==================== block 1
**Block 1: gate families picked out**

Scale: 4 px per µm.
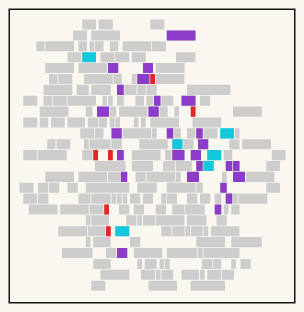

### src/rtl/psu_mon_pkg.sv
// Shared types and default constants for the PSU tach monitor.
package psu_mon_pkg;

  localparam int unsigned CNT_W_DEF          = 8;
  localparam int unsigned WINDOW_STROBES_DEF = 64;
  localparam int unsigned LOW_LIMIT_DEF      = 20;
  localparam int unsigned HIGH_LIMIT_DEF     = 200;
  localparam int unsigned FAULT_WINDOWS_DEF  = 3;

  typedef enum logic [1:0] {
    ST_IDLE    = 2'd0,
    ST_SETTLE  = 2'd1,
    ST_MONITOR = 2'd2
  } mon_state_e;

  // Flag pair as {Low, High}
  typedef enum logic [1:0] {
    FLAG_OK   = 2'b00,
    FLAG_HIGH = 2'b01,
    FLAG_LOW  = 2'b10
  } tach_flag_e;

  function automatic logic maj3(input logic a, input logic b, input logic c);
    return (a & b) | (a & c) | (b & c);
  endfunction

endpackage

### src/rtl/psu_tach_monitor_tach_edge_sync.sv
// Tach synchronizer and registered rising-edge detect.
// TACH_GLITCH_FILTER_EN inserts a 3-sample majority filter (edge latency 3 -> 5 cycles).
module tach_edge_sync
  import psu_mon_pkg::*;
(
  input  logic clk,
  input  logic rst_n,
  input  logic tach_raw,
  output logic tach_edge
);

  logic sync1_q, sync1_d;
  logic sync2_q, sync2_d;
  logic prev_q, prev_d;
  logic edge_q, edge_d;
  logic det_in;

`ifdef TACH_GLITCH_FILTER_EN
  logic hist0_q, hist0_d;
  logic hist1_q, hist1_d;
  logic filt_q, filt_d;

  always_comb begin
    hist0_d = sync2_q;
    hist1_d = hist0_q;
    filt_d  = maj3(sync2_q, hist0_q, hist1_q);
  end

  always_ff @(posedge clk) begin
    if (!rst_n) begin
      hist0_q <= 1'b0;
      hist1_q <= 1'b0;
      filt_q  <= 1'b0;
    end else begin
      hist0_q <= hist0_d;
      hist1_q <= hist1_d;
      filt_q  <= filt_d;
    end
  end

  assign det_in = filt_q;
`else
  assign det_in = sync2_q;
`endif

  always_comb begin
    sync1_d = tach_raw;
    sync2_d = sync1_q;
    prev_d  = det_in;
    edge_d  = det_in & ~prev_q;
  end

  always_ff @(posedge clk) begin
    if (!rst_n) begin
      sync1_q <= 1'b0;
      sync2_q <= 1'b0;
      prev_q  <= 1'b0;
      edge_q  <= 1'b0;
    end else begin
      sync1_q <= sync1_d;
      sync2_q <= sync2_d;
      prev_q  <= prev_d;
      edge_q  <= edge_d;
    end
  end

  assign tach_edge = edge_q;

endmodule

### src/rtl/psu_tach_monitor.sv
// PSU1 fan tach rate monitor: windowed pulse count plus debounced low/high flags.
// Optional glitch filter in the input path: TACH_GLITCH_FILTER_EN.
module psu_tach_monitor
  import psu_mon_pkg::*;
#(
  parameter int unsigned CNT_W          = CNT_W_DEF,
  parameter int unsigned WINDOW_STROBES = WINDOW_STROBES_DEF,
  parameter int unsigned LOW_LIMIT      = LOW_LIMIT_DEF,
  parameter int unsigned HIGH_LIMIT     = HIGH_LIMIT_DEF,
  parameter int unsigned FAULT_WINDOWS  = FAULT_WINDOWS_DEF
) (
  input  logic             SlowClock,
  input  logic             Reset_N,
  input  logic             Strobe16ms,
  input  logic             Enable,
  input  logic             PSU1_Tach,
  output logic             PSU1_Tach_Low,
  output logic             PSU1_Tach_High,
  output logic [CNT_W-1:0] TachCount,
  output logic             CountValid
);

  localparam int unsigned WIN_W = $clog2(WINDOW_STROBES + 1);
  localparam int unsigned RUN_W = $clog2(FAULT_WINDOWS + 1);

  mon_state_e       state_q, state_d;
  logic [WIN_W-1:0] win_q, win_d;
  logic [CNT_W-1:0] pulse_q, pulse_d;
  logic [CNT_W-1:0] count_q, count_d;
  logic             valid_q, valid_d;
  tach_flag_e       flag_q, flag_d;
  logic [RUN_W-1:0] low_run_q, low_run_d;
  logic [RUN_W-1:0] high_run_q, high_run_d;
  logic [RUN_W-1:0] good_run_q, good_run_d;

  logic tach_edge;
  logic win_close_c;
  logic is_low_c;
  logic is_high_c;

  tach_edge_sync u_edge (
    .clk      (SlowClock),
    .rst_n    (Reset_N),
    .tach_raw (PSU1_Tach),
    .tach_edge(tach_edge)
  );

  assign win_close_c = Strobe16ms && (win_q == WIN_W'(WINDOW_STROBES - 1));
  assign is_low_c    = 32'(pulse_q) < LOW_LIMIT;
  assign is_high_c   = 32'(pulse_q) > HIGH_LIMIT;

  always_ff @(posedge SlowClock) begin
    if (!Reset_N) state_q <= ST_IDLE;
    else          state_q <= state_d;
  end

  always_comb begin
    state_d = state_q;
    if (!Enable) begin
      state_d = ST_IDLE;
    end else begin
      case (state_q)
        ST_IDLE:    state_d = ST_SETTLE;
        ST_SETTLE:  if (win_close_c) state_d = ST_MONITOR;
        ST_MONITOR: state_d = ST_MONITOR;
        default:    state_d = ST_IDLE;
      endcase
    end
  end

  // Window counting, count latch and run-length debounce
  always_comb begin
    win_d      = win_q;
    pulse_d    = pulse_q;
    count_d    = count_q;
    valid_d    = 1'b0;
    flag_d     = flag_q;
    low_run_d  = low_run_q;
    high_run_d = high_run_q;
    good_run_d = good_run_q;
    if (!Enable || state_q == ST_IDLE) begin
      win_d      = '0;
      pulse_d    = '0;
      flag_d     = FLAG_OK;
      low_run_d  = '0;
      high_run_d = '0;
      good_run_d = '0;
    end else if (win_close_c) begin
      win_d   = '0;
      pulse_d = CNT_W'(tach_edge);
      if (state_q == ST_MONITOR) begin
        count_d = pulse_q;
        valid_d = 1'b1;
        low_run_d  = '0;
        high_run_d = '0;
        good_run_d = '0;
        if (is_low_c)
          low_run_d = (low_run_q == RUN_W'(FAULT_WINDOWS)) ? low_run_q : low_run_q + RUN_W'(1);
        else if (is_high_c)
          high_run_d = (high_run_q == RUN_W'(FAULT_WINDOWS)) ? high_run_q : high_run_q + RUN_W'(1);
        else
          good_run_d = (good_run_q == RUN_W'(FAULT_WINDOWS)) ? good_run_q : good_run_q + RUN_W'(1);
        if (low_run_d == RUN_W'(FAULT_WINDOWS))       flag_d = FLAG_LOW;
        else if (high_run_d == RUN_W'(FAULT_WINDOWS)) flag_d = FLAG_HIGH;
        else if (good_run_d == RUN_W'(FAULT_WINDOWS)) flag_d = FLAG_OK;
      end
    end else begin
      if (Strobe16ms) win_d = win_q + WIN_W'(1);
      if (tach_edge && pulse_q != '1) pulse_d = pulse_q + CNT_W'(1);
    end
  end

  always_ff @(posedge SlowClock) begin
    if (!Reset_N) begin
      win_q      <= '0;
      pulse_q    <= '0;
      count_q    <= '0;
      valid_q    <= 1'b0;
      flag_q     <= FLAG_OK;
      low_run_q  <= '0;
      high_run_q <= '0;
      good_run_q <= '0;
    end else begin
      win_q      <= win_d;
      pulse_q    <= pulse_d;
      count_q    <= count_d;
      valid_q    <= valid_d;
      flag_q     <= flag_d;
      low_run_q  <= low_run_d;
      high_run_q <= high_run_d;
      good_run_q <= good_run_d;
    end
  end

  assign PSU1_Tach_Low  = flag_q[1];
  assign PSU1_Tach_High = flag_q[0];
  assign TachCount      = count_q;
  assign CountValid     = valid_q;

endmodule

### config.mk
export PLATFORM = sky130hd
export DESIGN_NAME = psu_tach_monitor
export DESIGN_NICKNAME = d
export VERILOG_FILES = /design/src/rtl/psu_mon_pkg.sv /design/src/rtl/psu_tach_monitor_tach_edge_sync.sv /design/src/rtl/psu_tach_monitor.sv
export SDC_FILE = /design/constraint.sdc
export NUM_CORES = 1
export LEC_CHECK = 0
export CAP_MARGIN = 20
export CORE_AREA = 2 2 69 71
export DETAILED_ROUTE_END_ITERATION = 12
export DIE_AREA = 0 0 71 73
export PLACE_DENSITY = 0.68
export SLEW_MARGIN = 20
export SYNTH_ARGS = -nofsm -noshare
export SYNTH_HDL_FRONTEND = slang
export SYNTH_HIERARCHICAL = 1
export SYNTH_SLANG_ARGS = --single-unit
### constraint.sdc
create_clock -name SlowClock -period 1.8 [get_ports SlowClock]
set_clock_uncertainty 0.05 [all_clocks]
set_input_delay 0.36 -clock SlowClock [delete_from_list [all_inputs] [get_ports SlowClock]]
set_output_delay 0.36 -clock SlowClock [all_outputs]
set_load 0.005 [all_outputs]
==================== block 2
File: src/rtl/axi_ds_compl_responder_pkg.sv
// Shared types and constants for the downstream completion responder.
// Holds queue entry structs, AXI response codes and a byte-strobe helper.
package axi_resp_pkg;

    localparam int ID_W       = 4;
    localparam int ADDR_W     = 32;
    localparam int DATA_W     = 64;
    localparam int STRB_W     = 8;
    localparam int LEN_W      = 8;
    localparam int BEAT_BYTES = 8;

    localparam logic [1:0] RESP_OKAY   = 2'b00;
    localparam logic [1:0] RESP_SLVERR = 2'b10;

    typedef struct packed {
        logic [ID_W-1:0]   id;
        logic [ADDR_W-1:0] addr;
        logic [LEN_W-1:0]  len;
    } ar_entry_t;

    typedef struct packed {
        logic [ID_W-1:0] id;
        logic [1:0]      resp;
    } b_entry_t;

    function automatic logic [DATA_W-1:0] strb_merge(
        input logic [DATA_W-1:0] old_w,
        input logic [DATA_W-1:0] new_w,
        input logic [STRB_W-1:0] strb
    );
        logic [DATA_W-1:0] res;
        res = old_w;
        for (int i = 0; i < BEAT_BYTES; i++) begin
            if (strb[i]) res[8*i +: 8] = new_w[8*i +: 8];
        end
        return res;
    endfunction

endpackage

File: src/rtl/axi_ds_compl_responder_if.sv
// AXI4 AR/AW/W/R/B signal bundle between the IOMMU master and the responder.
// Modports: master drives requests and ready for R/B, slave the reverse.
interface axi_ds_compl_responder_if;
    import axi_resp_pkg::*;

    logic              ar_valid;
    logic              ar_ready;
    logic [ID_W-1:0]   ar_id;
    logic [ADDR_W-1:0] ar_addr;
    logic [LEN_W-1:0]  ar_len;

    logic              aw_valid;
    logic              aw_ready;
    logic [ID_W-1:0]   aw_id;
    logic [ADDR_W-1:0] aw_addr;
    logic [LEN_W-1:0]  aw_len;

    logic              w_valid;
    logic              w_ready;
    logic [DATA_W-1:0] w_data;
    logic [STRB_W-1:0] w_strb;
    logic              w_last;

    logic              r_valid;
    logic              r_ready;
    logic [ID_W-1:0]   r_id;
    logic [DATA_W-1:0] r_data;
    logic [1:0]        r_resp;
    logic              r_last;

    logic              b_valid;
    logic              b_ready;
    logic [ID_W-1:0]   b_id;
    logic [1:0]        b_resp;

    modport slave (
        input  ar_valid, ar_id, ar_addr, ar_len,
        input  aw_valid, aw_id, aw_addr, aw_len,
        input  w_valid, w_data, w_strb, w_last,
        input  r_ready, b_ready,
        output ar_ready, aw_ready, w_ready,
        output r_valid, r_id, r_data, r_resp, r_last,
        output b_valid, b_id, b_resp
    );

    modport master (
        output ar_valid, ar_id, ar_addr, ar_len,
        output aw_valid, aw_id, aw_addr, aw_len,
        output w_valid, w_data, w_strb, w_last,
        output r_ready, b_ready,
        input  ar_ready, aw_ready, w_ready,
        input  r_valid, r_id, r_data, r_resp, r_last,
        input  b_valid, b_id, b_resp
    );

endinterface

File: src/rtl/axi_ds_compl_responder_fifo.sv
// First-word-fall-through FIFO used for the AR, AW and B queues.
// Ports: clk_i, rst_ni, push/din, pop/dout, full, empty.
module resp_fifo #(
    parameter int  DEPTH_BITS = 3,
    parameter type T          = logic
) (
    input  logic clk_i,
    input  logic rst_ni,
    input  logic push,
    input  T     din,
    input  logic pop,
    output T     dout,
    output logic full,
    output logic empty
);

    localparam int DEPTH = 1 << DEPTH_BITS;

    T                    mem_q [DEPTH];
    logic [DEPTH_BITS-1:0] wr_q;
    logic [DEPTH_BITS-1:0] rd_q;
    logic [DEPTH_BITS:0]   cnt_q;
    logic                  do_push;
    logic                  do_pop;

    assign full    = (cnt_q == (DEPTH_BITS+1)'(DEPTH));
    assign empty   = (cnt_q == '0);
    // A full queue refuses a push even when it is popped in the same cycle.
    assign do_push = push && !full;
    assign do_pop  = pop && !empty;
    assign dout    = mem_q[rd_q];

    always_ff @(posedge clk_i or negedge rst_ni) begin
        if (!rst_ni) begin
            wr_q  <= '0;
            rd_q  <= '0;
            cnt_q <= '0;
            for (int i = 0; i < DEPTH; i++) mem_q[i] <= '0;
        end else begin
            if (do_push) begin
                mem_q[wr_q] <= din;
                wr_q        <= wr_q + 1'b1;
            end
            if (do_pop) rd_q <= rd_q + 1'b1;
            unique case ({do_push, do_pop})
                2'b10:   cnt_q <= cnt_q + 1'b1;
                2'b01:   cnt_q <= cnt_q - 1'b1;
                default: cnt_q <= cnt_q;
            endcase
        end
    end

endmodule

File: src/rtl/axi_ds_compl_responder.sv
// AXI4 responder for the IOMMU downstream completion port, backed by a
// word memory. Ports: clk_i, rst_ni, axi (slave modport of the AXI bundle).
module axi_ds_compl_responder
    import axi_resp_pkg::*;
#(
    parameter int DEPTH_BITS = 3,
    parameter int MEM_AW     = 4
) (
    input logic                       clk_i,
    input logic                       rst_ni,
    axi_ds_compl_responder_if.slave   axi
);

    localparam int WORDS = 1 << MEM_AW;

    logic [DATA_W-1:0] mem_q [WORDS];

    ar_entry_t ar_in, ar_head;
    ar_entry_t aw_in, aw_head;
    b_entry_t  b_in, b_head;

    logic ar_full, ar_empty;
    logic aw_full, aw_empty;
    logic b_full, b_empty;

    logic [LEN_W-1:0]  rbeat_q, wbeat_q;
    logic [MEM_AW-1:0] r_idx, w_idx;
    logic [DATA_W-1:0] r_word, r_data, r_hold_q;
    logic              r_stall_q;
    logic              r_valid, r_last, r_hs;
    logic              w_ready, w_hs, w_done;

    assign ar_in = '{id: axi.ar_id, addr: axi.ar_addr, len: axi.ar_len};
    assign aw_in = '{id: axi.aw_id, addr: axi.aw_addr, len: axi.aw_len};

    resp_fifo #(.DEPTH_BITS(DEPTH_BITS), .T(ar_entry_t)) u_ar_q (
        .clk_i (clk_i),
        .rst_ni(rst_ni),
        .push  (axi.ar_valid),
        .din   (ar_in),
        .pop   (r_hs && r_last),
        .dout  (ar_head),
        .full  (ar_full),
        .empty (ar_empty)
    );

    resp_fifo #(.DEPTH_BITS(DEPTH_BITS), .T(ar_entry_t)) u_aw_q (
        .clk_i (clk_i),
        .rst_ni(rst_ni),
        .push  (axi.aw_valid),
        .din   (aw_in),
        .pop   (w_done),
        .dout  (aw_head),
        .full  (aw_full),
        .empty (aw_empty)
    );

    resp_fifo #(.DEPTH_BITS(DEPTH_BITS), .T(b_entry_t)) u_b_q (
        .clk_i (clk_i),
        .rst_ni(rst_ni),
        .push  (w_done),
        .din   (b_in),
        .pop   (axi.b_ready),
        .dout  (b_head),
        .full  (b_full),
        .empty (b_empty)
    );

    assign axi.ar_ready = !ar_full;
    assign axi.aw_ready = !aw_full;

    // Read path: the queue head is served beat by beat, index wraps.
    assign r_valid = !ar_empty;
    assign r_last  = (rbeat_q == ar_head.len);
    assign r_hs    = r_valid && axi.r_ready;
    assign r_idx   = ar_head.addr[MEM_AW+2:3] + rbeat_q[MEM_AW-1:0];
    assign r_word  = mem_q[r_idx];
    // A write landing on the stalled word must not disturb the beat on show.
    assign r_data  = r_stall_q ? r_hold_q : r_word;

    assign axi.r_valid = r_valid;
    assign axi.r_id    = ar_head.id;
    assign axi.r_data  = r_data;
    assign axi.r_resp  = RESP_OKAY;
    assign axi.r_last  = r_last;

    // Write path: W is accepted only with its AW queued and room for the B.
    assign w_ready = !aw_empty && !b_full;
    assign w_hs    = axi.w_valid && w_ready;
    assign w_done  = w_hs && axi.w_last;
    assign w_idx   = aw_head.addr[MEM_AW+2:3] + wbeat_q[MEM_AW-1:0];
    assign b_in    = '{id:   aw_head.id,
                       resp: (wbeat_q == aw_head.len) ? RESP_OKAY
                                                      : RESP_SLVERR};

    assign axi.w_ready = w_ready;
    assign axi.b_valid = !b_empty;
    assign axi.b_id    = b_head.id;
    assign axi.b_resp  = b_head.resp;

    always_ff @(posedge clk_i or negedge rst_ni) begin
        if (!rst_ni) begin
            rbeat_q   <= '0;
            wbeat_q   <= '0;
            r_stall_q <= 1'b0;
            r_hold_q  <= '0;
        end else begin
            r_stall_q <= r_valid && !axi.r_ready;
            r_hold_q  <= r_data;
            if (r_hs) rbeat_q <= r_last ? '0 : rbeat_q + 8'd1;
            if (w_hs) wbeat_q <= axi.w_last ? '0 : wbeat_q + 8'd1;
        end
    end

    always_ff @(posedge clk_i or negedge rst_ni) begin
        if (!rst_ni) begin
            for (int i = 0; i < WORDS; i++) mem_q[i] <= '0;
        end else if (w_hs) begin
            mem_q[w_idx] <= strb_merge(mem_q[w_idx], axi.w_data, axi.w_strb);
        end
    end

    logic unused_bits;
    assign unused_bits = ^{ar_head.addr[ADDR_W-1:MEM_AW+3],
                           ar_head.addr[2:0],
                           aw_head.addr[ADDR_W-1:MEM_AW+3],
                           aw_head.addr[2:0],
                           rbeat_q[LEN_W-1:MEM_AW],
                           wbeat_q[LEN_W-1:MEM_AW]};

endmodule
File: src/flat_wrapper.sv
// flat-port wrapper written by rule: the top's interface ports become plain ports
module axi_ds_compl_responder_flat import axi_resp_pkg::*;
#(
    parameter int DEPTH_BITS = 3,
    parameter int MEM_AW     = 4
)
  (clk_i, rst_ni, axi_ar_valid, axi_ar_id, axi_ar_addr, axi_ar_len, axi_aw_valid, axi_aw_id, axi_aw_addr, axi_aw_len, axi_w_valid, axi_w_data, axi_w_strb, axi_w_last, axi_r_ready, axi_b_ready, axi_ar_ready, axi_aw_ready, axi_w_ready, axi_r_valid, axi_r_id, axi_r_data, axi_r_resp, axi_r_last, axi_b_valid, axi_b_id, axi_b_resp);
  axi_ds_compl_responder_if axi_i ();
  input logic clk_i;
  input logic rst_ni;
  input wire logic [$bits(axi_i.ar_valid)-1:0] axi_ar_valid;
  input wire logic [$bits(axi_i.ar_id)-1:0] axi_ar_id;
  input wire logic [$bits(axi_i.ar_addr)-1:0] axi_ar_addr;
  input wire logic [$bits(axi_i.ar_len)-1:0] axi_ar_len;
  input wire logic [$bits(axi_i.aw_valid)-1:0] axi_aw_valid;
  input wire logic [$bits(axi_i.aw_id)-1:0] axi_aw_id;
  input wire logic [$bits(axi_i.aw_addr)-1:0] axi_aw_addr;
  input wire logic [$bits(axi_i.aw_len)-1:0] axi_aw_len;
  input wire logic [$bits(axi_i.w_valid)-1:0] axi_w_valid;
  input wire logic [$bits(axi_i.w_data)-1:0] axi_w_data;
  input wire logic [$bits(axi_i.w_strb)-1:0] axi_w_strb;
  input wire logic [$bits(axi_i.w_last)-1:0] axi_w_last;
  input wire logic [$bits(axi_i.r_ready)-1:0] axi_r_ready;
  input wire logic [$bits(axi_i.b_ready)-1:0] axi_b_ready;
  output wire logic [$bits(axi_i.ar_ready)-1:0] axi_ar_ready;
  output wire logic [$bits(axi_i.aw_ready)-1:0] axi_aw_ready;
  output wire logic [$bits(axi_i.w_ready)-1:0] axi_w_ready;
  output wire logic [$bits(axi_i.r_valid)-1:0] axi_r_valid;
  output wire logic [$bits(axi_i.r_id)-1:0] axi_r_id;
  output wire logic [$bits(axi_i.r_data)-1:0] axi_r_data;
  output wire logic [$bits(axi_i.r_resp)-1:0] axi_r_resp;
  output wire logic [$bits(axi_i.r_last)-1:0] axi_r_last;
  output wire logic [$bits(axi_i.b_valid)-1:0] axi_b_valid;
  output wire logic [$bits(axi_i.b_id)-1:0] axi_b_id;
  output wire logic [$bits(axi_i.b_resp)-1:0] axi_b_resp;
  assign axi_i.ar_valid = axi_ar_valid;
  assign axi_i.ar_id = axi_ar_id;
  assign axi_i.ar_addr = axi_ar_addr;
  assign axi_i.ar_len = axi_ar_len;
  assign axi_i.aw_valid = axi_aw_valid;
  assign axi_i.aw_id = axi_aw_id;
  assign axi_i.aw_addr = axi_aw_addr;
  assign axi_i.aw_len = axi_aw_len;
  assign axi_i.w_valid = axi_w_valid;
  assign axi_i.w_data = axi_w_data;
  assign axi_i.w_strb = axi_w_strb;
  assign axi_i.w_last = axi_w_last;
  assign axi_i.r_ready = axi_r_ready;
  assign axi_i.b_ready = axi_b_ready;
  assign axi_ar_ready = axi_i.ar_ready;
  assign axi_aw_ready = axi_i.aw_ready;
  assign axi_w_ready = axi_i.w_ready;
  assign axi_r_valid = axi_i.r_valid;
  assign axi_r_id = axi_i.r_id;
  assign axi_r_data = axi_i.r_data;
  assign axi_r_resp = axi_i.r_resp;
  assign axi_r_last = axi_i.r_last;
  assign axi_b_valid = axi_i.b_valid;
  assign axi_b_id = axi_i.b_id;
  assign axi_b_resp = axi_i.b_resp;
  axi_ds_compl_responder #(.DEPTH_BITS(DEPTH_BITS), .MEM_AW(MEM_AW)) u_core (.clk_i(clk_i), .rst_ni(rst_ni), .axi(axi_i));
endmodule
File: config.mk
export PLATFORM = sky130hd
export DESIGN_NAME = axi_ds_compl_responder_flat
export DESIGN_NICKNAME = d
export VERILOG_FILES = /design/src/rtl/axi_ds_compl_responder_pkg.sv /design/src/rtl/axi_ds_compl_responder_if.sv /design/src/rtl/axi_ds_compl_responder_fifo.sv /design/src/rtl/axi_ds_compl_responder.sv /design/src/flat_wrapper.sv
export SDC_FILE = /design/constraint.sdc
export NUM_CORES = 2
export LEC_CHECK = 0
export ABC_AREA = 0
export CAP_MARGIN = 20
export CORE_UTILIZATION = 40
export CTS_CLUSTER_SIZE = 16
export DETAILED_ROUTE_END_ITERATION = 10
export PLACE_DENSITY = 0.63
export SYNTH_ARGS = -nofsm -noshare
export SYNTH_HDL_FRONTEND = slang
export SYNTH_HIERARCHICAL = 1
export SYNTH_SLANG_ARGS = --single-unit
File: constraint.sdc
create_clock -name clk_i -period 6.7 [get_ports clk_i]
set_input_delay 2.01 -clock clk_i [delete_from_list [all_inputs] [get_ports clk_i]]
set_output_delay 2.01 -clock clk_i [all_outputs]
set_load 0.02 [all_outputs]

==> screenshots <==
Clock distribution.
(a)
Scale: 1 px per µm.
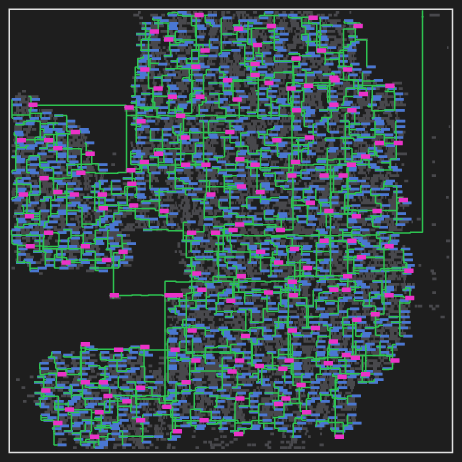
(b)
Scale: 6 px per µm.
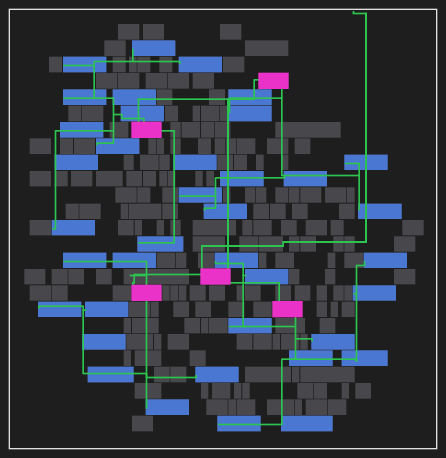
| from | picture |
|---|---|
| block 1 | (b) |
| block 2 | (a) |
Of these, largest die: (a)
Of these, most sequential cells: (a)

**Block 2: routing congestion map**

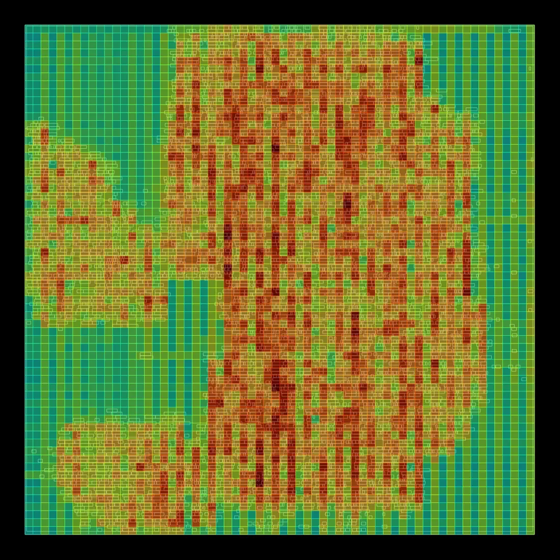
met3 Track Usage GR: 4.052%
busiest layer in global routing: met2

==> metrics.cfg, block 2 <==
[finish]
fill_cells=17130
n_multi_input_combinational_cell=3979
regArea_um2=36020
max_flop_register=u_core/mem_q
layout.clock.cell_area_share_pct=5.946
largest_register_ff_count=1024
buffer_area_share_pct=6.971
nFlopsAndLatches=1439
layout_top_cells_excl_fill_tap=sky130_fd_sc_hd__dfrtp_1 (1436), sky130_fd_sc_hd__nand2_1 (1060), sky130_fd_sc_hd__o31ai_1 (1006), sky130_fd_sc_hd__mux4_2 (586), sky130_fd_sc_hd__mux2_2 (338)

[route]
post-route-drc-count=0
wl_per_cell_um=25.03
count_of_tritonroute_iterations_in_the_first_routing_pass=6
detail_route.wirelength.met1_mm=90.97

[grt]
grt_use_total_pct=22.75
grt_first_pass_wirelength_mm=343.6
grt_util_met2_pct=37.03
number_of_antenna_violations_at_the_first_check_in_global_routing=15

[synth]
yosys_warnings=6

[outcome]
run_status=completed

[final_timing]
period_used_pct=99.73
report.final.hold_viol_count=0
sum_of_negative_setup_slack_ns=0
setup_slack_ns=0.01818
max_freq_mhz=149.7

[worst_setup_path]
timing.critical_path.buf_inv=8
setup.worst_path.start=u_core/u_ar_q/rd_q[0]
worstPathCellList=buf_6 > mux4_2 > mux2_4 > fa_4 > buf_12 > buf_12 > buf_16 > buf_12 > buf_8 > mux4_2 > nor2_1 > mux2_4 > a221oi_2 > buf_4 > buf_6
timing.setup.critical_path_class=reg2out
worst_reg2reg_startpoint=u_core/u_aw_q/rd_q[0]
regToRegSetupSlack_ns=1.39

[floorplan]
floorplan.die.width_um=441.7
placeableCoreArea_um2=192200

[placement]
post-place-ws_ns=0.2252

[clock_network]
cts_sinks=1439
tritoncts.num_buffers=159

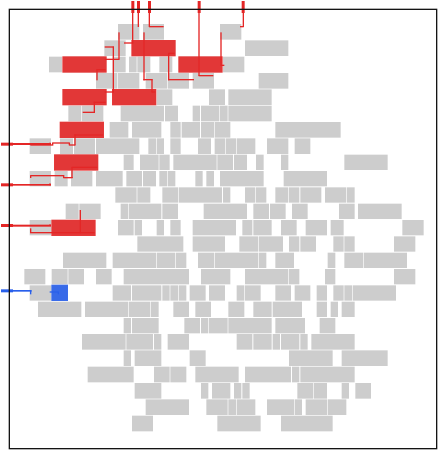
**Above:** block 1 (nets reached from selected ports).
Scale: 6 px per µm.
- blue: PSU1_Tach (bits 1; direction input; end cells 1; wire 5.20 µm)
- red: TachCount (bits 8; direction output; end cells 8; wire 144 µm)

## Picture notes: 'gate families picked out' of block 1
- red: inverters (cells 6; most used inv_1)
- cyan: AND-OR and OR-AND gates (cells 6)
- purple: inverting AOI/OAI gates (cells 26; most used a21oi_1)

==> metrics.cfg, block 1 <==
[finish]
finish.instance_area_um2=2285
area.share.sequential_pct=33.63
fill_cells=409
layout.cells.largest_class=logic gates

[placement]
place.detailed.instances=267
place.detailed.hpwl_mm=2.436

[worst_setup_path]
cpMaxStageDelayCell=sky130_fd_sc_hd__or4_4
timing.critical_path.buf_inv=2

[grt]
number_of_antenna_violations_at_the_first_check_in_global_routing=0
grt_use_total_pct=14.68

[synth]
synthesis.area_um2=1724
post_synth_most_frequent_cells=sky130_fd_sc_hd__dfxtp_1 (38), sky130_fd_sc_hd__nor2_1 (22), sky130_fd_sc_hd__mux2i_1 (12)
ys_area_um2=1724
post_synth_inst_count=184
ys.flop_type=sky130_fd_sc_hd__dfxtp_1
syn_nets=196

[floorplan]
tapcell.inserted=54

[outcome]
run_status=completed

[clock_network]
tritoncts.num_buffers=5
cts_tree=done

[min_path]
worst_hold_path.endpoint=u_edge/det_in

[flow_run]
openroad.warnings=31

[route]
drt_wl_total_mm=3.455
met3_length_um=117
wl_per_cell_um=12.56
dr_total_vias=1369

[final_timing]
period_used_pct=96.27



## Gallery

Routed metal per tile.
panel A
Scale: 4 px per µm. The die is cut into 14 by 15 equal tiles; white is low, dark blue is high, scaled to the fullest tile. Values are wire area over tile area, all layers added.
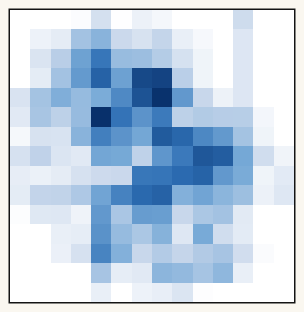
panel B
The die is cut into 22 by 22 equal tiles; white is low, dark blue is high, scaled to the fullest tile. Values are wire area over tile area, all layers added.
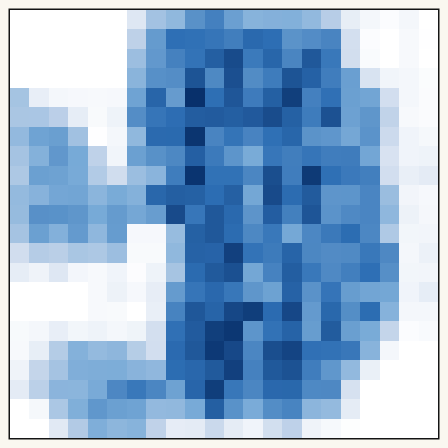
| picture | from |
|---|---|
| panel A | block 1 |
| panel B | block 2 |
The one with the largest die is panel B.

